######## block 1 ########
$ cat src/rtl/gray_ptr_rx_if.sv
// Pointer-crossing bundle between the far-domain Gray pointer source and the read-side receiver.
// The master drives gray_in/local_bin; the receiver (slave) returns the decoded pointer and status.
interface gray_ptr_rx_if #(
    parameter int PTR_W = 4
);
    logic [PTR_W-1:0] gray_in;
    logic [PTR_W-1:0] local_bin;
    logic [PTR_W-1:0] bin_out;
    logic             ptr_adv;
    logic [PTR_W-1:0] count;
    logic             empty;
    logic             gray_err;

    modport master (
        output gray_in, local_bin,
        input  bin_out, ptr_adv, count, empty, gray_err
    );

    modport slave (
        input  gray_in, local_bin,
        output bin_out, ptr_adv, count, empty, gray_err
    );
endinterface

$ cat src/rtl/gray_ptr_rx.sv
// Read-side receiver for a Gray-coded FIFO pointer: synchronizer, prime/accept logic, decode, count/empty.
// Optional macro GRAY_CHK_EN rejects multi-bit Gray steps and raises a sticky gray_err.
//
// state   | meaning
// S_FILL  | synchronizer still filling after reset; sync output not yet valid
// S_PRIME | next valid sample is the prime sample, accepted unconditionally
// S_RUN   | normal operation; each valid sample may advance the pointer
module gray_ptr_rx #(
    parameter int DEPTH       = 8,
    parameter int PTR_W       = 4,
    parameter int SYNC_STAGES = 2
) (
    input  logic           clk,
    input  logic           rst,
    gray_ptr_rx_if.slave   bus
);
    localparam int CNT_W = $clog2(SYNC_STAGES + 1);

    if (PTR_W != $clog2(DEPTH) + 1) begin : g_bad_ptr_w
        $error("gray_ptr_rx: PTR_W must equal clog2(DEPTH)+1");
    end
    if (SYNC_STAGES < 2 || SYNC_STAGES > 3) begin : g_bad_sync
        $error("gray_ptr_rx: SYNC_STAGES must be 2 or 3");
    end

    typedef enum logic [1:0] {
        S_FILL  = 2'd0,
        S_PRIME = 2'd1,
        S_RUN   = 2'd2
    } state_t;

    state_t           state_q, state_nxt;
    logic [CNT_W-1:0] fill_cnt_q, fill_cnt_nxt;
    logic [PTR_W-1:0] sync_q [1:SYNC_STAGES];
    logic [PTR_W-1:0] acc_gray_q, acc_gray_nxt;
    logic [PTR_W-1:0] bin_q, bin_nxt;
    logic             adv_q, adv_nxt;
    logic [PTR_W-1:0] sample;
    logic [PTR_W-1:0] dec_bin;
    logic             take;
`ifdef GRAY_CHK_EN
    logic [PTR_W-1:0] step_diff;
    logic             multi_step;
    logic             err_set;
    logic             err_q;
`endif

    assign sample = sync_q[SYNC_STAGES];

    // Each binary bit is the XOR of all Gray bits at or above it.
    always_comb begin
        dec_bin = '0;
        for (int i = 0; i < PTR_W; i++) begin
            dec_bin[i] = ^(sample >> i);
        end
    end

`ifdef GRAY_CHK_EN
    assign step_diff  = sample ^ acc_gray_q;
    assign multi_step = (step_diff & (step_diff - PTR_W'(1))) != '0;
`endif

    always_comb begin
        state_nxt    = state_q;
        fill_cnt_nxt = fill_cnt_q;
        acc_gray_nxt = acc_gray_q;
        bin_nxt      = bin_q;
        adv_nxt      = 1'b0;
        take         = 1'b0;
`ifdef GRAY_CHK_EN
        err_set      = 1'b0;
`endif
        case (state_q)
            S_FILL: begin
                fill_cnt_nxt = fill_cnt_q + 1'b1;
                if (fill_cnt_q == CNT_W'(SYNC_STAGES - 1)) begin
                    state_nxt = S_PRIME;
                end
            end
            S_PRIME: begin
                state_nxt = S_RUN;
                take      = (sample != acc_gray_q);
            end
            S_RUN: begin
`ifdef GRAY_CHK_EN
                if (sample != acc_gray_q) begin
                    if (multi_step) begin
                        err_set = 1'b1;
                    end else begin
                        take = 1'b1;
                    end
                end
`else
                take = (sample != acc_gray_q);
`endif
            end
            default: state_nxt = S_FILL;
        endcase
        if (take) begin
            acc_gray_nxt = sample;
            bin_nxt      = dec_bin;
            adv_nxt      = 1'b1;
        end
    end

    always_ff @(posedge clk) begin
        if (rst) begin
            state_q    <= S_FILL;
            fill_cnt_q <= '0;
            for (int i = 1; i <= SYNC_STAGES; i++) begin
                sync_q[i] <= '0;
            end
            acc_gray_q <= '0;
            bin_q      <= '0;
            adv_q      <= 1'b0;
        end else begin
            state_q    <= state_nxt;
            fill_cnt_q <= fill_cnt_nxt;
            sync_q[1]  <= bus.gray_in;
            for (int i = 2; i <= SYNC_STAGES; i++) begin
                sync_q[i] <= sync_q[i-1];
            end
            acc_gray_q <= acc_gray_nxt;
            bin_q      <= bin_nxt;
            adv_q      <= adv_nxt;
        end
    end

`ifdef GRAY_CHK_EN
    always_ff @(posedge clk) begin
        if (rst) begin
            err_q <= 1'b0;
        end else if (err_set) begin
            err_q <= 1'b1;
        end
    end
    assign bus.gray_err = err_q;
`else
    assign bus.gray_err = 1'b0;
`endif

    assign bus.bin_out = bin_q;
    assign bus.ptr_adv = adv_q;
    // Modular subtraction absorbs wrap across the extra pointer bit.
    assign bus.count   = bin_q - bus.local_bin;
    assign bus.empty   = (bus.count == '0);
endmodule

$ cat src/flat_wrapper.sv
// flat-port wrapper written by rule: the top's interface ports become plain ports
module gray_ptr_rx_flat 
#(
    parameter int DEPTH       = 8,
    parameter int PTR_W       = 4,
    parameter int SYNC_STAGES = 2
)
  (clk, rst, bus_gray_in, bus_local_bin, bus_bin_out, bus_ptr_adv, bus_count, bus_empty, bus_gray_err);
  gray_ptr_rx_if #(.PTR_W(PTR_W)) bus_i ();
  input  logic clk;
  input  logic rst;
  input wire logic [$bits(bus_i.gray_in)-1:0] bus_gray_in;
  input wire logic [$bits(bus_i.local_bin)-1:0] bus_local_bin;
  output wire logic [$bits(bus_i.bin_out)-1:0] bus_bin_out;
  output wire logic [$bits(bus_i.ptr_adv)-1:0] bus_ptr_adv;
  output wire logic [$bits(bus_i.count)-1:0] bus_count;
  output wire logic [$bits(bus_i.empty)-1:0] bus_empty;
  output wire logic [$bits(bus_i.gray_err)-1:0] bus_gray_err;
  assign bus_i.gray_in = bus_gray_in;
  assign bus_i.local_bin = bus_local_bin;
  assign bus_bin_out = bus_i.bin_out;
  assign bus_ptr_adv = bus_i.ptr_adv;
  assign bus_count = bus_i.count;
  assign bus_empty = bus_i.empty;
  assign bus_gray_err = bus_i.gray_err;
  gray_ptr_rx #(.DEPTH(DEPTH), .PTR_W(PTR_W), .SYNC_STAGES(SYNC_STAGES)) u_core (.clk(clk), .rst(rst), .bus(bus_i));
endmodule
$ cat config.mk
export PLATFORM = sky130hd
export DESIGN_NAME = gray_ptr_rx_flat
export DESIGN_NICKNAME = d
export VERILOG_FILES = /design/src/rtl/gray_ptr_rx_if.sv /design/src/rtl/gray_ptr_rx.sv /design/src/flat_wrapper.sv
export SDC_FILE = /design/constraint.sdc
export NUM_CORES = 1
export LEC_CHECK = 0
export ABC_AREA = 1
export CORE_UTILIZATION = 45
export CTS_CLUSTER_DIAMETER = 150
export DETAILED_ROUTE_END_ITERATION = 8
export PLACE_DENSITY = 0.71
export REMOVE_ABC_BUFFERS = 1
export SYNTH_ARGS = -nofsm -noshare
export SYNTH_HDL_FRONTEND = slang
export SYNTH_SLANG_ARGS = --single-unit
$ cat constraint.sdc
create_clock -name clk -period 1.68 [get_ports clk]
set_clock_uncertainty 0.15 [all_clocks]
set_input_delay 0.336 -clock clk [delete_from_list [all_inputs] [get_ports clk]]
set_output_delay 0.336 -clock clk [all_outputs]
set_load 0.02 [all_outputs]
######## block 2 ########
### config.mk
export PLATFORM = sky130hd
export DESIGN_NAME = mem_access_unit
export DESIGN_NICKNAME = d
export VERILOG_FILES = /design/src/rtl/mem_access_unit.sv
export SDC_FILE = /design/constraint.sdc
export NUM_CORES = 1
export LEC_CHECK = 0
export CELL_PAD_IN_SITES_DETAIL_PLACEMENT = 0
export CELL_PAD_IN_SITES_GLOBAL_PLACEMENT = 2
export CORE_ASPECT_RATIO = 1.1
export CORE_MARGIN = 1.5
export CORE_UTILIZATION = 25
export DETAILED_ROUTE_END_ITERATION = 8
export PLACE_DENSITY = 0.8
export SLEW_MARGIN = 40
export SYNTH_ARGS = -nofsm -noshare
export SYNTH_HDL_FRONTEND = slang
export SYNTH_SLANG_ARGS = --single-unit
### constraint.sdc
create_clock -name clk -period 3.1 [get_ports clk]
set_clock_uncertainty 0.2 [all_clocks]
set_input_delay 0.465 -clock clk [delete_from_list [all_inputs] [get_ports clk]]
set_output_delay 0.465 -clock clk [all_outputs]
set_load 0.05 [all_outputs]
### src/rtl/mem_access_unit.sv
`default_nettype none
// mem_access_unit: MEM-stage load/store initiator on a word-wide memory port.
// Sub-word stores use read-modify-write; loads are lane-extracted and extended. Revision 1.0
module mem_access_unit #(
   parameter int ADDR_W = 32,
   parameter int DATA_W = 32
) (
   input  logic              clk,
   input  logic              rst_n,
   input  logic              req_valid,
   output logic              req_ready,
   input  logic              req_we,
   input  logic [1:0]        req_size,
   input  logic              req_signed,
   input  logic [ADDR_W-1:0] req_addr,
   input  logic [DATA_W-1:0] req_wdata,
   output logic              resp_valid,
   output logic [DATA_W-1:0] resp_rdata,
   output logic              resp_err,
   output logic [31:0]       addr,
   output logic              mem_read_control,
   output logic              write_data_control,
   output logic [DATA_W-1:0] wdata,
   input  logic [DATA_W-1:0] rdata
);

   typedef enum logic [3:0] {
      S_IDLE    = 4'd0,
      S_LD_RD   = 4'd1,
      S_LD_CAP  = 4'd2,
      S_ST_WR   = 4'd3,
      S_RMW_RD  = 4'd4,
      S_RMW_MRG = 4'd5,
      S_RMW_WR  = 4'd6,
      S_ERR     = 4'd7,
      S_RESP    = 4'd8
   } state_t;

   state_t              state_q, state_d;
   logic [ADDR_W-3:0]   widx_q;
   logic [1:0]          off_q;
   logic [1:0]          size_q;
   logic                signed_q;
   logic [DATA_W-1:0]   wdata_q;
   logic [DATA_W-1:0]   rdata_q;

   logic                accept;
   logic                misaligned;
   logic [7:0]          lane_b;
   logic [15:0]         lane_h;
   logic [DATA_W-1:0]   load_ext;
   logic [DATA_W-1:0]   merged;

   assign accept     = req_valid && (state_q == S_IDLE);
   assign misaligned = (req_size == 2'd3) ||
                       ((req_size == 2'd1) && req_addr[0]) ||
                       ((req_size == 2'd2) && (req_addr[1:0] != 2'b00));

   always_ff @(posedge clk or negedge rst_n) begin
      if (!rst_n) begin
         state_q <= S_IDLE;
      end else begin
         state_q <= state_d;
      end
   end

   always_comb begin
      state_d = state_q;
      unique case (state_q)
         S_IDLE: begin
            if (accept) begin
               if (misaligned)              state_d = S_ERR;
               else if (!req_we)            state_d = S_LD_RD;
               else if (req_size == 2'd2)   state_d = S_ST_WR;
               else                         state_d = S_RMW_RD;
            end
         end
         S_LD_RD:   state_d = S_LD_CAP;
         S_LD_CAP:  state_d = S_RESP;
         S_ST_WR:   state_d = S_RESP;
         S_RMW_RD:  state_d = S_RMW_MRG;
         S_RMW_MRG: state_d = S_RMW_WR;
         S_RMW_WR:  state_d = S_RESP;
         S_ERR:     state_d = S_IDLE;
         S_RESP:    state_d = S_IDLE;
         default:   state_d = S_IDLE;
      endcase
   end

   // rdata is only valid in LD_CAP / RMW_MRG, one cycle after the read strobe
   always_comb begin
      lane_b   = rdata[{off_q, 3'b000} +: 8];
      lane_h   = rdata[{off_q[1], 4'b0000} +: 16];
      load_ext = rdata;
      case (size_q)
         2'd0:    load_ext = signed_q ? {{24{lane_b[7]}}, lane_b} : {24'd0, lane_b};
         2'd1:    load_ext = signed_q ? {{16{lane_h[15]}}, lane_h} : {16'd0, lane_h};
         default: load_ext = rdata;
      endcase
   end

   always_comb begin
      merged = rdata;
      if (size_q == 2'd0) begin
         merged[{off_q, 3'b000} +: 8] = wdata_q[7:0];
      end else begin
         merged[{off_q[1], 4'b0000} +: 16] = wdata_q[15:0];
      end
   end

   always_ff @(posedge clk or negedge rst_n) begin
      if (!rst_n) begin
         widx_q   <= '0;
         off_q    <= 2'b00;
         size_q   <= 2'b00;
         signed_q <= 1'b0;
         wdata_q  <= '0;
         rdata_q  <= '0;
      end else begin
         if (accept) begin
            widx_q   <= req_addr[ADDR_W-1:2];
            off_q    <= req_addr[1:0];
            size_q   <= req_size;
            signed_q <= req_signed;
            wdata_q  <= req_wdata;
            rdata_q  <= '0;
         end
         if (state_q == S_LD_CAP) begin
            rdata_q <= load_ext;
         end
         // merged word is held here so RMW_WR no longer depends on rdata
         if (state_q == S_RMW_MRG) begin
            wdata_q <= merged;
         end
      end
   end

   assign req_ready          = (state_q == S_IDLE);
   assign resp_valid         = (state_q == S_RESP) || (state_q == S_ERR);
   assign resp_err           = (state_q == S_ERR);
   assign resp_rdata         = rdata_q;
   assign addr               = 32'(widx_q);
   assign mem_read_control   = (state_q == S_LD_RD) || (state_q == S_RMW_RD);
   assign write_data_control = (state_q == S_ST_WR) || (state_q == S_RMW_WR);
   assign wdata              = (state_q == S_RMW_MRG) ? merged : wdata_q;

endmodule
`default_nettype wire

######## block 3 ########
**src/rtl/axi_addr_router.sv**
```systemverilog
// axi_addr_router: decodes an address request to a slave region and
// issues it through one register stage, with an outstanding-transaction limit.
//
// Ports:
//   clk, rst        clock, asynchronous active-high reset
//   s_valid/s_ready upstream request handshake; s_addr, s_id request fields
//   m_valid/m_ready routed request handshake; m_addr, m_id registered fields
//   m_dest          destination slave index
//   m_decerr        request hit no region
//   done            one-cycle pulse per completed transaction
//   outstanding     issued-but-uncompleted transaction count
//
// Option macro AXI_ADDR_ROUTER_DECERR_EN: an unmapped address is flagged
// with m_decerr=1 and m_dest=0. If the macro is undefined, m_decerr stays 0
// and an unmapped address goes to slave 0.
module axi_addr_router #(
   parameter int ADDR_WIDTH      = 32,
   parameter int ID_WIDTH        = 4,
   parameter int SLAVES          = 2,
   parameter int MAX_OUTSTANDING = 4,
   parameter logic [ADDR_WIDTH-1:0] address_map_base [0:SLAVES-1] =
      '{'h0000_0000, 'h1000_0000},
   parameter logic [ADDR_WIDTH-1:0] address_map_end [0:SLAVES-1] =
      '{'h0fff_ffff, 'h1fff_ffff},
   localparam int DEST_W = $clog2(SLAVES),
   localparam int CNT_W  = $clog2(MAX_OUTSTANDING + 1)
) (
   input  logic                  clk,
   input  logic                  rst,
   input  logic                  s_valid,
   output logic                  s_ready,
   input  logic [ADDR_WIDTH-1:0] s_addr,
   input  logic [ID_WIDTH-1:0]   s_id,
   output logic                  m_valid,
   input  logic                  m_ready,
   output logic [ADDR_WIDTH-1:0] m_addr,
   output logic [ID_WIDTH-1:0]   m_id,
   output logic [DEST_W-1:0]     m_dest,
   output logic                  m_decerr,
   input  logic                  done,
   output logic [CNT_W-1:0]      outstanding
);

   localparam logic [1:0] ST_IDLE   = 2'd0;
   localparam logic [1:0] ST_ACTIVE = 2'd1;
   localparam logic [1:0] ST_FULL   = 2'd2;

   localparam logic [CNT_W-1:0] CNT_MAX = CNT_W'(MAX_OUTSTANDING);

   logic [1:0]        state;
   logic [1:0]        state_nx;
   logic [CNT_W-1:0]  count;
   logic [CNT_W-1:0]  count_nx;
   logic              stage_full;
   logic [DEST_W-1:0] lock_dest;
   logic              lock_decerr;

   logic [DEST_W-1:0] dec_dest;
   logic              dec_err;

   logic issue_ok;
   logic s_hs;
   logic m_hs;
   logic done_eff;

   // Walk regions from highest to lowest so the lowest matching index
   // is the one left in dec_dest.
   always_comb begin
      dec_dest = '0;
`ifdef AXI_ADDR_ROUTER_DECERR_EN
      dec_err  = 1'b1;
`else
      dec_err  = 1'b0;
`endif
      for (int i = SLAVES - 1; i >= 0; i--) begin
         if (s_addr >= address_map_base[i] &&
             s_addr <= address_map_end[i]) begin
            dec_dest = DEST_W'(i);
            dec_err  = 1'b0;
         end
      end
   end

   // While transactions are in flight the router stays locked to one
   // destination so responses from different slaves cannot reorder.
   always_comb begin
      issue_ok = 1'b0;
      unique case (state)
         ST_IDLE:   issue_ok = 1'b1;
         ST_ACTIVE: issue_ok = (m_dest == lock_dest) &&
                               (m_decerr == lock_decerr);
         default:   issue_ok = 1'b0;
      endcase
   end

   assign m_valid  = stage_full && issue_ok;
   assign m_hs     = m_valid && m_ready;
   assign s_ready  = !stage_full || m_hs;
   assign s_hs     = s_valid && s_ready;
   assign done_eff = done && (count != '0);

   always_comb begin
      count_nx = count;
      unique case ({m_hs, done_eff})
         2'b10:   count_nx = count + 1'b1;
         2'b01:   count_nx = count - 1'b1;
         default: count_nx = count;
      endcase
   end

   always_comb begin
      if (count_nx == '0) begin
         state_nx = ST_IDLE;
      end else if (count_nx == CNT_MAX) begin
         state_nx = ST_FULL;
      end else begin
         state_nx = ST_ACTIVE;
      end
   end

   always_ff @(posedge clk or posedge rst) begin
      if (rst) begin
         stage_full  <= 1'b0;
         m_addr      <= '0;
         m_id        <= '0;
         m_dest      <= '0;
         m_decerr    <= 1'b0;
         count       <= '0;
         state       <= ST_IDLE;
         lock_dest   <= '0;
         lock_decerr <= 1'b0;
      end else begin
         if (s_hs) begin
            stage_full <= 1'b1;
            m_addr     <= s_addr;
            m_id       <= s_id;
            m_dest     <= dec_dest;
            m_decerr   <= dec_err;
         end else if (m_hs) begin
            stage_full <= 1'b0;
         end
         if (m_hs) begin
            lock_dest   <= m_dest;
            lock_decerr <= m_decerr;
         end
         count <= count_nx;
         state <= state_nx;
      end
   end

   assign outstanding = count;

endmodule

```
**config.mk**
```make
export PLATFORM = sky130hd
export DESIGN_NAME = axi_addr_router
export DESIGN_NICKNAME = d
export VERILOG_FILES = /design/src/rtl/axi_addr_router.sv
export SDC_FILE = /design/constraint.sdc
export NUM_CORES = 1
export LEC_CHECK = 0
export ABC_AREA = 1
export CAP_MARGIN = 10
export CORE_MARGIN = 2
export CORE_UTILIZATION = 55
export CTS_BUF_LIST = sky130_fd_sc_hd__clkbuf_4 sky130_fd_sc_hd__clkbuf_8
export DETAILED_ROUTE_END_ITERATION = 10
export DONT_BUFFER_PORTS = 1
export HOLD_SLACK_MARGIN = 0.12
export PLACE_DENSITY_LB_ADDON = 0.08
export SLEW_MARGIN = 20
export SYNTH_ARGS = -nofsm -noshare
export SYNTH_HDL_FRONTEND = slang
export SYNTH_SLANG_ARGS = --single-unit
```
**constraint.sdc**
```tcl
create_clock -name clk -period 2.5 [get_ports clk]
set_clock_uncertainty 0.05 [all_clocks]
set_input_delay 0.5 -clock clk [delete_from_list [all_inputs] [get_ports clk]]
set_output_delay 0.5 -clock clk [all_outputs]
set_load 0.02 [all_outputs]
```
######## block 4 ########
`src/rtl/riscv_ctrl_pkg.sv`:
```
// Shared definitions for the multicycle RISC-V control unit:
// opcode constants, FSM state encoding, datapath mux-select constants
// and the opcode -> immediate-format helper.
package riscv_ctrl_pkg;

    localparam logic [6:0] OP_LW   = 7'b0000011;
    localparam logic [6:0] OP_SW   = 7'b0100011;
    localparam logic [6:0] OP_R    = 7'b0110011;
    localparam logic [6:0] OP_IALU = 7'b0010011;
    localparam logic [6:0] OP_BEQ  = 7'b1100011;
    localparam logic [6:0] OP_JAL  = 7'b1101111;

    typedef enum logic [3:0] {
        S_FETCH    = 4'd0,
        S_DECODE   = 4'd1,
        S_MEMADR   = 4'd2,
        S_MEMREAD  = 4'd3,
        S_MEMWB    = 4'd4,
        S_MEMWRITE = 4'd5,
        S_EXECUTER = 4'd6,
        S_EXECUTEI = 4'd7,
        S_ALUWB    = 4'd8,
        S_JAL      = 4'd9,
        S_BEQ      = 4'd10
    } state_t;

    localparam logic [1:0] RES_ALUOUT    = 2'b00;
    localparam logic [1:0] RES_DATA      = 2'b01;
    localparam logic [1:0] RES_ALURESULT = 2'b10;

    localparam logic [1:0] SRCA_PC    = 2'b00;
    localparam logic [1:0] SRCA_OLDPC = 2'b01;
    localparam logic [1:0] SRCA_RS1   = 2'b10;

    localparam logic [1:0] SRCB_RS2  = 2'b00;
    localparam logic [1:0] SRCB_IMM  = 2'b01;
    localparam logic [1:0] SRCB_FOUR = 2'b10;

    localparam logic [1:0] ALUOP_ADD   = 2'b00;
    localparam logic [1:0] ALUOP_SUB   = 2'b01;
    localparam logic [1:0] ALUOP_FUNCT = 2'b10;

    localparam logic [2:0] IMM_I = 3'b000;
    localparam logic [2:0] IMM_S = 3'b001;
    localparam logic [2:0] IMM_B = 3'b010;
    localparam logic [2:0] IMM_J = 3'b011;

    function automatic logic [2:0] imm_sel(input logic [6:0] op);
        case (op)
            OP_SW:   return IMM_S;
            OP_BEQ:  return IMM_B;
            OP_JAL:  return IMM_J;
            default: return IMM_I;
        endcase
    endfunction

endpackage

```
`src/rtl/mc_ctrl_out_decoder.sv`:
```
// Combinational Moore output decode: FSM state -> datapath control vector.
// Ports:
//   state      current FSM state
//   rdy        memory ready (already folded with the handshake enable)
//   adrsrc, memwrite, irwrite, regwrite, resultsrc, alusrca, alusrcb,
//   aluop      datapath controls
//   pcupdate   unconditional PC write term
//   branch     conditional PC write term (qualified by zero in the top)
module mc_ctrl_out_decoder
    import riscv_ctrl_pkg::*;
(
    input  state_t     state,
    input  logic       rdy,
    output logic       adrsrc,
    output logic       memwrite,
    output logic       irwrite,
    output logic       regwrite,
    output logic [1:0] resultsrc,
    output logic [1:0] alusrca,
    output logic [1:0] alusrcb,
    output logic [1:0] aluop,
    output logic       pcupdate,
    output logic       branch
);

    always_comb begin
        adrsrc    = 1'b0;
        memwrite  = 1'b0;
        irwrite   = 1'b0;
        regwrite  = 1'b0;
        resultsrc = RES_ALUOUT;
        alusrca   = SRCA_PC;
        alusrcb   = SRCB_RS2;
        aluop     = ALUOP_ADD;
        pcupdate  = 1'b0;
        branch    = 1'b0;
        case (state)
            S_FETCH: begin
                alusrcb   = SRCB_FOUR;
                resultsrc = RES_ALURESULT;
                irwrite   = rdy;
                pcupdate  = rdy;
            end
            S_DECODE: begin
                alusrca = SRCA_OLDPC;
                alusrcb = SRCB_IMM;
            end
            S_MEMADR: begin
                alusrca = SRCA_RS1;
                alusrcb = SRCB_IMM;
            end
            S_MEMREAD: begin
                adrsrc = 1'b1;
            end
            S_MEMWB: begin
                resultsrc = RES_DATA;
                regwrite  = 1'b1;
            end
            S_MEMWRITE: begin
                adrsrc   = 1'b1;
                memwrite = 1'b1;
            end
            S_EXECUTER: begin
                alusrca = SRCA_RS1;
                aluop   = ALUOP_FUNCT;
            end
            S_EXECUTEI: begin
                alusrca = SRCA_RS1;
                alusrcb = SRCB_IMM;
                aluop   = ALUOP_FUNCT;
            end
            S_ALUWB: begin
                regwrite = 1'b1;
            end
            S_JAL: begin
                alusrca  = SRCA_OLDPC;
                alusrcb  = SRCB_FOUR;
                pcupdate = 1'b1;
            end
            S_BEQ: begin
                alusrca = SRCA_RS1;
                aluop   = ALUOP_SUB;
                branch  = 1'b1;
            end
            default: ;
        endcase
    end

endmodule

```
`src/rtl/multicycle_ctrl_fsm.sv`:
```
// Multicycle RISC-V control unit (Moore FSM) for the shared-memory datapath.
// Ports:
//   clk, rst_n   clock (rising edge), asynchronous active-low reset
//   op           opcode from the instruction register
//   zero         ALU zero flag
//   mem_ready    memory access completes this cycle
//   pcwrite, adrsrc, memwrite, irwrite, regwrite, resultsrc, alusrca,
//   alusrcb, aluop, immsrc   datapath controls
//   illegal      one-cycle pulse in DECODE for an unsupported opcode
//   instret      retired-instruction counter (wraps)
module multicycle_ctrl_fsm
    import riscv_ctrl_pkg::*;
#(
    parameter int          MEM_HANDSHAKE = 1,
    parameter int unsigned CNT_W         = 32
) (
    input  logic             clk,
    input  logic             rst_n,
    input  logic [6:0]       op,
    input  logic             zero,
    input  logic             mem_ready,
    output logic             pcwrite,
    output logic             adrsrc,
    output logic             memwrite,
    output logic             irwrite,
    output logic             regwrite,
    output logic [1:0]       resultsrc,
    output logic [1:0]       alusrca,
    output logic [1:0]       alusrcb,
    output logic [1:0]       aluop,
    output logic [2:0]       immsrc,
    output logic             illegal,
    output logic [CNT_W-1:0] instret
);

    state_t state, next_state;
    logic   rdy;
    logic   retire;
    logic   supported;
    logic   memwrite_raw, irwrite_raw, regwrite_raw;
    logic   pcupdate, branch;

    assign rdy    = mem_ready | (MEM_HANDSHAKE == 0);
    assign immsrc = imm_sel(op);

    always_comb begin
        case (op)
            OP_LW, OP_SW, OP_R, OP_IALU, OP_BEQ, OP_JAL: supported = 1'b1;
            default:                                     supported = 1'b0;
        endcase
    end

    always_ff @(posedge clk or negedge rst_n) begin
        if (!rst_n) state <= S_FETCH;
        else        state <= next_state;
    end

    always_comb begin
        next_state = state;
        case (state)
            S_FETCH:    if (rdy) next_state = S_DECODE;
            S_DECODE: begin
                case (op)
                    OP_LW, OP_SW: next_state = S_MEMADR;
                    OP_R:         next_state = S_EXECUTER;
                    OP_IALU:      next_state = S_EXECUTEI;
                    OP_BEQ:       next_state = S_BEQ;
                    OP_JAL:       next_state = S_JAL;
                    default:      next_state = S_FETCH;
                endcase
            end
            S_MEMADR:   next_state = (op == OP_LW) ? S_MEMREAD : S_MEMWRITE;
            S_MEMREAD:  if (rdy) next_state = S_MEMWB;
            S_MEMWRITE: if (rdy) next_state = S_FETCH;
            S_MEMWB, S_BEQ, S_ALUWB:          next_state = S_FETCH;
            S_EXECUTER, S_EXECUTEI, S_JAL:    next_state = S_ALUWB;
            default:    next_state = S_FETCH;
        endcase
    end

    // Only completing instructions retire; the illegal path re-enters FETCH
    // from DECODE and is therefore excluded.
    assign retire = (next_state == S_FETCH) &&
                    (state inside {S_MEMWB, S_MEMWRITE, S_ALUWB, S_BEQ});

    always_ff @(posedge clk or negedge rst_n) begin
        if (!rst_n)      instret <= '0;
        else if (retire) instret <= instret + CNT_W'(1);
    end

    mc_ctrl_out_decoder u_dec (
        .state     (state),
        .rdy       (rdy),
        .adrsrc    (adrsrc),
        .memwrite  (memwrite_raw),
        .irwrite   (irwrite_raw),
        .regwrite  (regwrite_raw),
        .resultsrc (resultsrc),
        .alusrca   (alusrca),
        .alusrcb   (alusrcb),
        .aluop     (aluop),
        .pcupdate  (pcupdate),
        .branch    (branch)
    );

    // Strobes are gated by rst_n so they drop the instant reset asserts,
    // independent of the state register's clock.
    assign pcwrite  = rst_n & (pcupdate | (branch & zero));
    assign memwrite = rst_n & memwrite_raw;
    assign irwrite  = rst_n & irwrite_raw;
    assign regwrite = rst_n & regwrite_raw;
    assign illegal  = rst_n & (state == S_DECODE) & ~supported;

endmodule

```
`config.mk`:
```
export PLATFORM = sky130hd
export DESIGN_NAME = multicycle_ctrl_fsm
export DESIGN_NICKNAME = d
export VERILOG_FILES = /design/src/rtl/riscv_ctrl_pkg.sv /design/src/rtl/mc_ctrl_out_decoder.sv /design/src/rtl/multicycle_ctrl_fsm.sv
export SDC_FILE = /design/constraint.sdc
export NUM_CORES = 1
export LEC_CHECK = 0
export CAP_MARGIN = 20
export CORE_MARGIN = 1
export CORE_UTILIZATION = 44
export DETAILED_ROUTE_END_ITERATION = 10
export DONT_BUFFER_PORTS = 1
export PLACE_DENSITY_LB_ADDON = 0.25
export SETUP_SLACK_MARGIN = 0.5
export SYNTH_ARGS = -nofsm -noshare
export SYNTH_HDL_FRONTEND = slang
export SYNTH_SLANG_ARGS = --single-unit
```
`constraint.sdc`:
```
create_clock -name clk -period 2.06 [get_ports clk]
set_input_delay 0.412 -clock clk [delete_from_list [all_inputs] [get_ports clk]]
set_output_delay 0.412 -clock clk [all_outputs]
set_load 0.005 [all_outputs]
```

## Gallery

Congestion heat map.
(a)
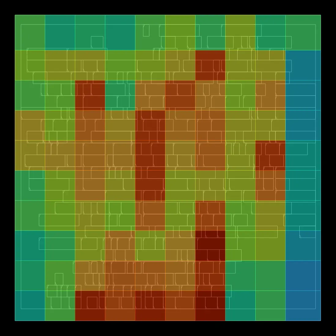
(b)
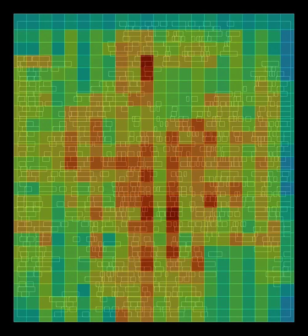
(c)
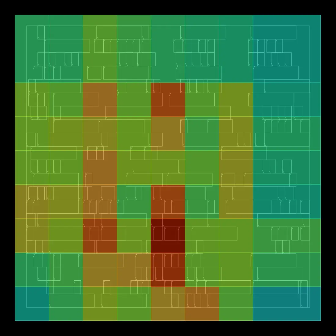
(d)
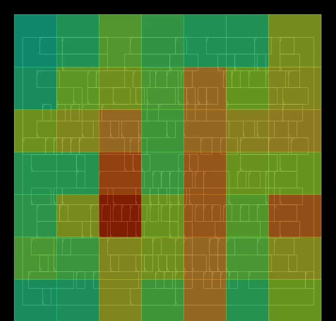
(b) -> block 2
(a) -> block 4
(d) -> block 1
(c) -> block 3
- lowest utilization: (b)

Figure 1. Metal 2 (block 2).
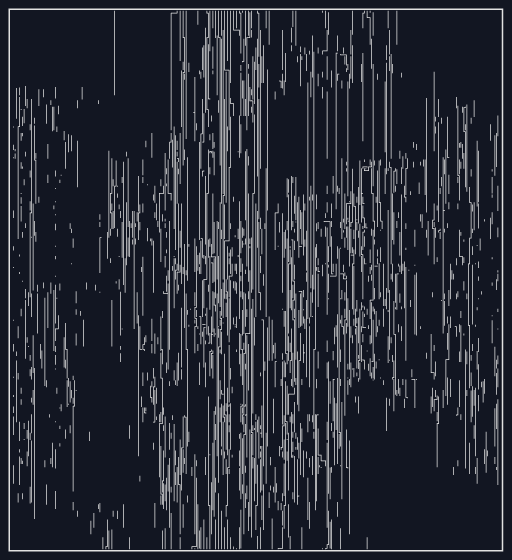
main direction: vertical
nets with wire on the layer: 759
routed wire length: 23.5 mm
total number of vias: 5,792
global-route track usage on met2: 27.9%

Figure 2. Signal wires on met4 (block 2).
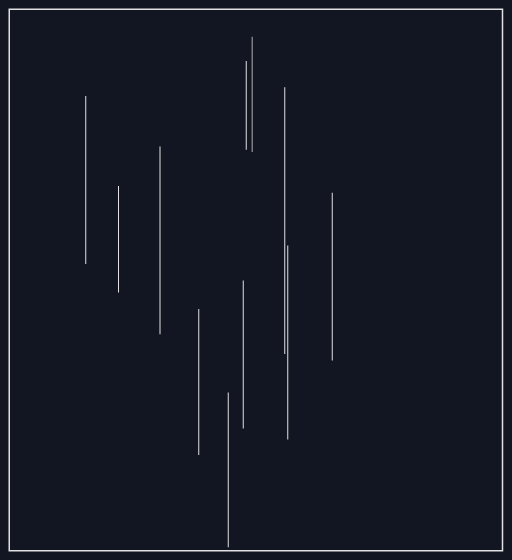
longest straight run: 82.3 um
main direction: vertical
share of all routed wire: 2.3%
wire length on this layer: 537 um
nets with wire on the layer: 10

==> summary.txt, block 2 <==
Status of the implementation.

- For the worst reg-to-reg path, the endpoint reported by OpenROAD is resp_rdata[29].
- The stat command in Yosys gives a chip area of 6130 um2.
- The number of sequential cells is 103, for reference.
- All stages included, the depth of the critical timing path comes to 8.
- The half-perimeter wire length after placement is 17.4 mm, for reference.
- The max-slew check reports its worst relative slack as 50.4%.
- Port buffering added 201 buffers.
- The count of pins on the block boundary is 204, for reference.
- Counting every instance in the synthesized netlist gives 640.
- The flow reports power dissipated in sequential cells as 2470 uW.
- OpenSTA lists the critical path endpoint as wdata[2].
- Net switching is 49.4% of the power.
- VDD sags by at most 0.582 mV.
- The wire length of the first global-routing pass is 36.2 mm, for reference.
- The post-CTS setup buffer count is 1, for reference.
- The critical path class is register to output port, for reference.
- The area of the chip is 25,500 um2, for reference.
- The number of antenna violations at the first check in global routing is 0, for reference.
- The highest routed metal layer is met4, for reference.
- Once synthesis finished, the tally of register bits stood at 103.
- The number of warnings in the stage logs is 30, for reference.
- On the worst path, the slowest cell contributes a delay of 0.46 ns.
- The count of hold buffers inserted by post-cts repair is 1, for reference.
- Yosys mapped a number of flops with a built-in enable equal to 0.
- The largest area contributor in the synthesized netlist is sky130_fd_sc_hd__dfrtp_1, for reference.
- Data on the critical path arrives at its endpoint at 2.34 ns.
- The flow ran to the end, and the final reports show no timing, DRC or antenna violations.
- Counting along the longest clock path gives a buffer depth of 2.
- The cell area that synthesis handed to floorplanning was 6130 um2.
- Yosys mapped the design onto 51 distinct sky130hd cell types.
- According to the timing report, the critical path is launched from off_q[1].
- Timing analysis after detailed placement gives a worst setup slack of 0.249 ns.
- After detailed routing, the number of remaining DRC violations is 0.
- The category of the worst setup path capture point is an output port, for reference.
- The highest-power group is combinational cells, for reference.
- The share of cells above drive strength 1 is 18.8%, for reference.
- The most frequently used library cell after synthesis is sky130_fd_sc_hd__dfrtp_1.
- The placement stage leaves a total instance area of 8830 um2.
- The number of max-slew violations in the final report is 0, for reference.
- Combinational logic is responsible for 68.5% of the overall power.
- Of all the cell area in the finished design, non-clock buffers hold 28.2%.
- For the worst-skew pair, the clock arrives at the later sink with an insertion delay of 0.36 ns.
- The combinational-cell power consumption is 7990 uW, for reference.
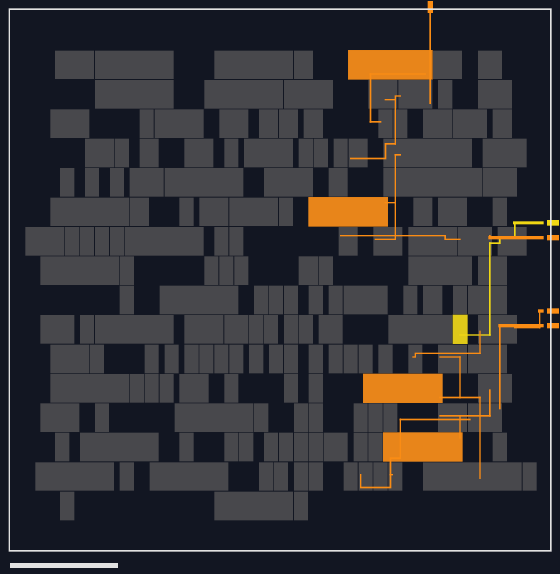
Figure 3: block 1, nets reached from selected ports.
Bar = 10 um.
legend:
  yellow:
    port: `bus_empty`
    bits: 1
    direction: output
    end_cells: 1
    buffers: 1
    wire: 16.2 um
  orange:
    port: `bus_bin_out`
    bits: 4
    direction: output
    end_cells: 4
    buffers: 8
    wire: 125 um
boundary pin count: 21
# port buffers: 19

==> summary.txt, block 1 <==
Status of the implementation.

- The run finished, with violations left.
- The checks that failed: setup timing.
- After routing the design area is 1350 um2.
- The flow reports power dissipated in combinational cells as 927 uW.
- The global placer's final weighted congestion is 0.725, for reference.
- The critical path in the final layout is reported with a setup slack of -0.578 ns.
- The worst setup path is captured at an output port.
- Ranked by total cell area, the synthesized netlist is headed by sky130_fd_sc_hd__dfxtp_1, sky130_fd_sc_hd__nand2_1, sky130_fd_sc_hd__inv_1.
- Per the layout area report, the combinational fraction of cell area is 40.7%.
- The number of cells in Yosys stat is 148, for reference.
- The antenna diode instance count is 0, for reference.
- The clock network area share is 1.67%, for reference.
- The clock tree root buffer cell is sky130_fd_sc_hd__clkbuf_4, for reference.
- Setup repair after global routing could not meet its margin everywhere.
- The largest register by flop count is u_core.sync_q.
- The met3 layer usage reported by global route is 2.16%, for reference.
- The final number of setup-violating endpoints is 4, for reference.
- The cell type of the slowest stage on the worst timing path is sky130_fd_sc_hd__fa_2, for reference.
- The cell-mix breakdown from Yosys lists the adder-cell area share as 11.6%.
- The design received a total of 27 well taps at floorplan.
- The chip width is 50.0 um, for reference.
- The worst setup path is launched from a register.
- The power report puts the net switching power at 720 uW.
- After detailed routing, the number of vias per cell comes to 4.57.
- The data required time reported for the critical path is 1.19 ns.
- The wire length per cell after detailed routing is 9.54 um, for reference.
- The number of gates given a new drive strength after cts is 31, for reference.
- The leading cell type by number of instances after synthesis is sky130_fd_sc_hd__nand2_1, for reference.
- The detailed route wirelength on metal3 is 66 um, for reference.
- Post-synth the commonest register cell is sky130_fd_sc_hd__dfxtp_1.
- The final sum of negative setup slack is -1.87 ns, for reference.
- The timing report gives the biggest stage delay along the critical path as 0.45 ns.
- In the synthesized netlist, the dominant kind of combinational cell is simple AND/OR/NAND/NOR gates.
- The worst ir drop on vdd is 0.678 mV, for reference.
- Looking at the power breakdown, combinational cells take 52.3% of the total.
- The met2 wire length is 1.03 mm, for reference.
- The power density over the cells is 1320 nW/um2, for reference.
Figure 4. Met3 routing (block 3).
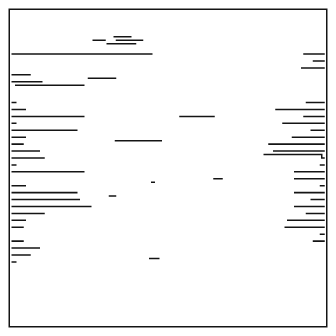
longest straight run: 27.4 um
share of all routed wire: 9.5%
total number of vias: 1,352
routed wire length: 3.63 mm

==> summary.txt, block 3 <==
Status of the implementation.

- The number of cells after detailed placement is 241, for reference.
- The synthesis report lists the Yosys warning total as 0.
- The number of sinks driven by the clock tree is 44, for reference.
- Summed over all failing endpoints, the final setup total negative slack is 0 ns.
- The number of antenna diodes in the final layout is 0.
- The highest-power group is registers, for reference.
- The worst setup path is captured at an output port.
- Setup repair after global routing left no endpoint under its margin.
- Cell internal power was estimated by the tool at 1480 uW.
- In this run the mean area of a mapped cell was 9.03 um2.
- The layout report lists the non-clock buffer share of cell area as 2.33%.
- The clock network consumes a total of 361 uW.
- Total power normalized to cell area comes to 1450 nW/um2.
- The timing report attributes the biggest portion of critical-path delay to flip-flops.
- The number of nets in the final layout is 246, for reference.
- The number of sequential cells is 44, for reference.
- The effective utilization at floorplan is 56.4%, for reference.
- The fraction of power spent switching nets is 47.4%, for reference.
- The final power report lists total power as 2810 uW.
- The flow ran to the end, and the final reports show no timing, DRC or antenna violations.
- The detail route stage leaves a number of antenna-violating nets equal to 0.
- The share of cells above drive strength 1 is 6.90%, for reference.
- The start point of the critical path is m_dest, for reference.
- The largest registers in the layout are m_addr: 32 flops, m_id: 4 flops.
- In the log, the iteration count for the first detailed-route pass is 4.
- Of all cell types, the one taking the most synthesized area is sky130_fd_sc_hd__dfrtp_1.
- The leakage component of the power is 0.00103 uW, for reference.
- For the worst reg-to-reg path, the endpoint reported by OpenROAD is state[1].
- Counting the fill cells in the layout gives 315.
- Yosys reports that the leading cell type by area covers 59.5% of the netlist area.
- As logged by OpenROAD, the buffers inserted on ports number 0.
- The final max-slew violation count recorded for this run is 0.
- The top logic cell family in the synthesized netlist is simple AND/OR/NAND/NOR gates, for reference.
- Registers take 1100 um2.
Figure 5. Met3 routing (block 4).
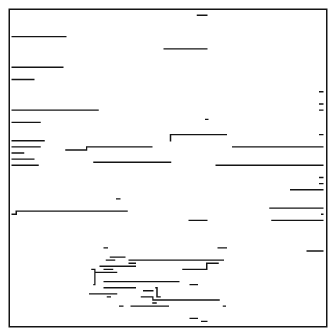
share of all routed wire: 7.0%
wire length on this layer: 380 um
longest straight run: 24.6 um
nets with wire on the layer: 44
main direction: horizontal
Global Route met3 Usage: 6.64%
routed wire length: 5.41 mm
total number of vias: 1,792

==> summary.txt, block 4 <==
Status of the implementation.

- The flow ran to the end, and the final reports show no timing, DRC or antenna violations.
- The count of hold buffers inserted by post-cts repair is 2, for reference.
- The antenna diode instance count is 0, for reference.
- The core footprint is 4410 um2, for reference.
- The total global routing overflow is 0, for reference.
- The startpoint of the worst register-to-register path is state[0], for reference.
- In the final routing, the length of wire on met1 measures 2.16 mm.
- The number of buffers other than clock buffers in the final layout is 39, for reference.
- For this run, the top clock speed supported by timing is 0.532 GHz.
- Yosys attributes the largest share of cell area to sky130_fd_sc_hd__dfrtp_1, sky130_fd_sc_hd__xnor2_1, sky130_fd_sc_hd__xor2_1.
- The report lists the cells along the critical path as buf_6 > nor4_4 > and3_4 > a41o_1.
- The count of unique library cells instantiated by Yosys is 43, for reference.
- The largest register by flop count is instret, for reference.
- The number of nets produced by synthesis is 222, for reference.
- The number of sequential cells is 36, for reference.
- In the final layout, flip-flops and latches occupy 910 um2.
- The via count of the first global-routing pass is 1,773, for reference.
- Looking at the worst setup and hold paths, the clock pins of their registers show a slew of 0.07 ns.
- The number of logic stages on the critical path including buffering is 4, for reference.
- The area of the chip is 4930 um2, for reference.
- The flip-flop and latch power is 815 uW, for reference.
- Summing the areas of all and, or, nand and nor instances in the mapped netlist gives 30.1% of the synthesized area.
- Of the synthesized area, sequential elements account for 44.0%.
- The design draws 1600 uW.
- In this run, the synthesized area fraction spent on adder and majority cells is recorded as 0.612%.
- The overall global routing resource usage is 21.6%, for reference.
- The number of antenna violations at the first check in global routing was 0.
- In this run, placement finished with an instance count of 262.
- The startpoint of the tightest hold check path is op[1], for reference.
- The total non-filler cell area in the finished layout is 2920 um2, for reference.
- The highest-power group is registers, for reference.
- The net switching power of the design is 459 uW, for reference.
- The register with the most flip-flops in the layout has 32 of them.
- The number of clock buffers added by TritonCTS is 5.


==> screenshots <==
Metal 2.
panel A
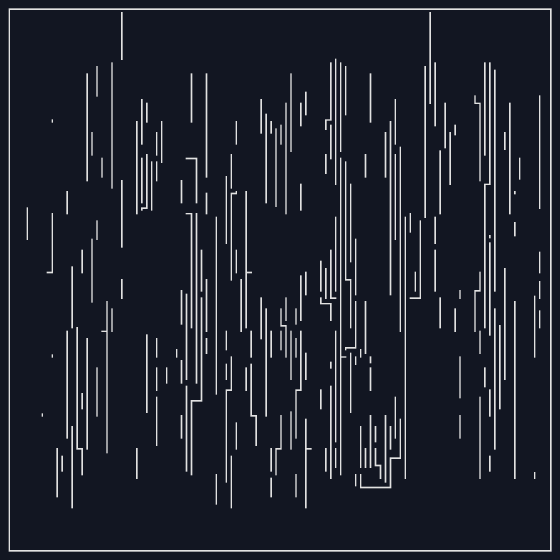
panel B
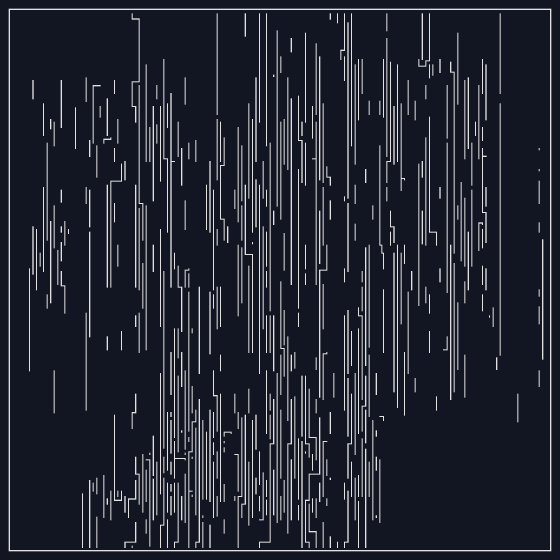
panel C
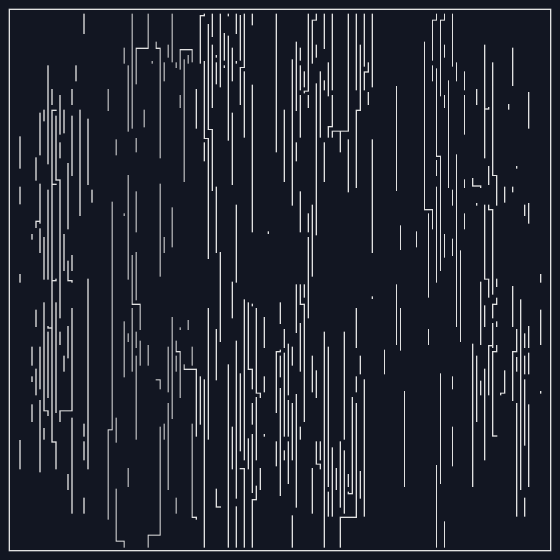
For block 3, see panel C.
For block 1, see panel A.
For block 4, see panel B.


==> layout pictures side by side <==
M1 wires.
image #1
Bar = 50 um.
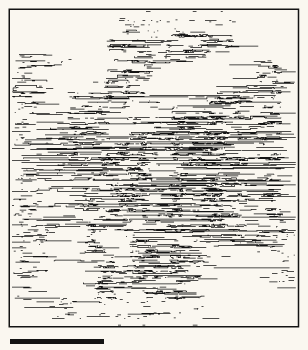
image #2
Bar = 20 um.
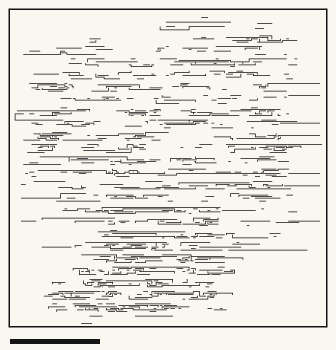
image #3
Bar = 10 um.
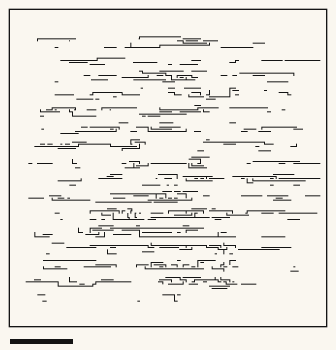
image #4
Bar = 20 um.
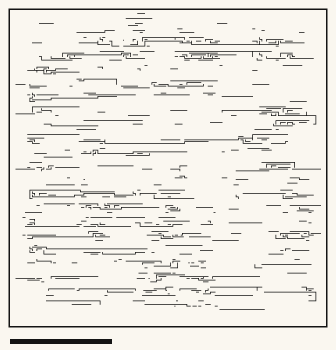
block 1 -> image #3
block 2 -> image #1
block 3 -> image #4
block 4 -> image #2

Key to image #4:
main direction: horizontal
share of all routed wire: 37%
wire length on this layer: 1,320 um
longest straight run: 19.8 um
nets with wire on the layer: 206

Power is estimated from default activity; no workload was simulated.
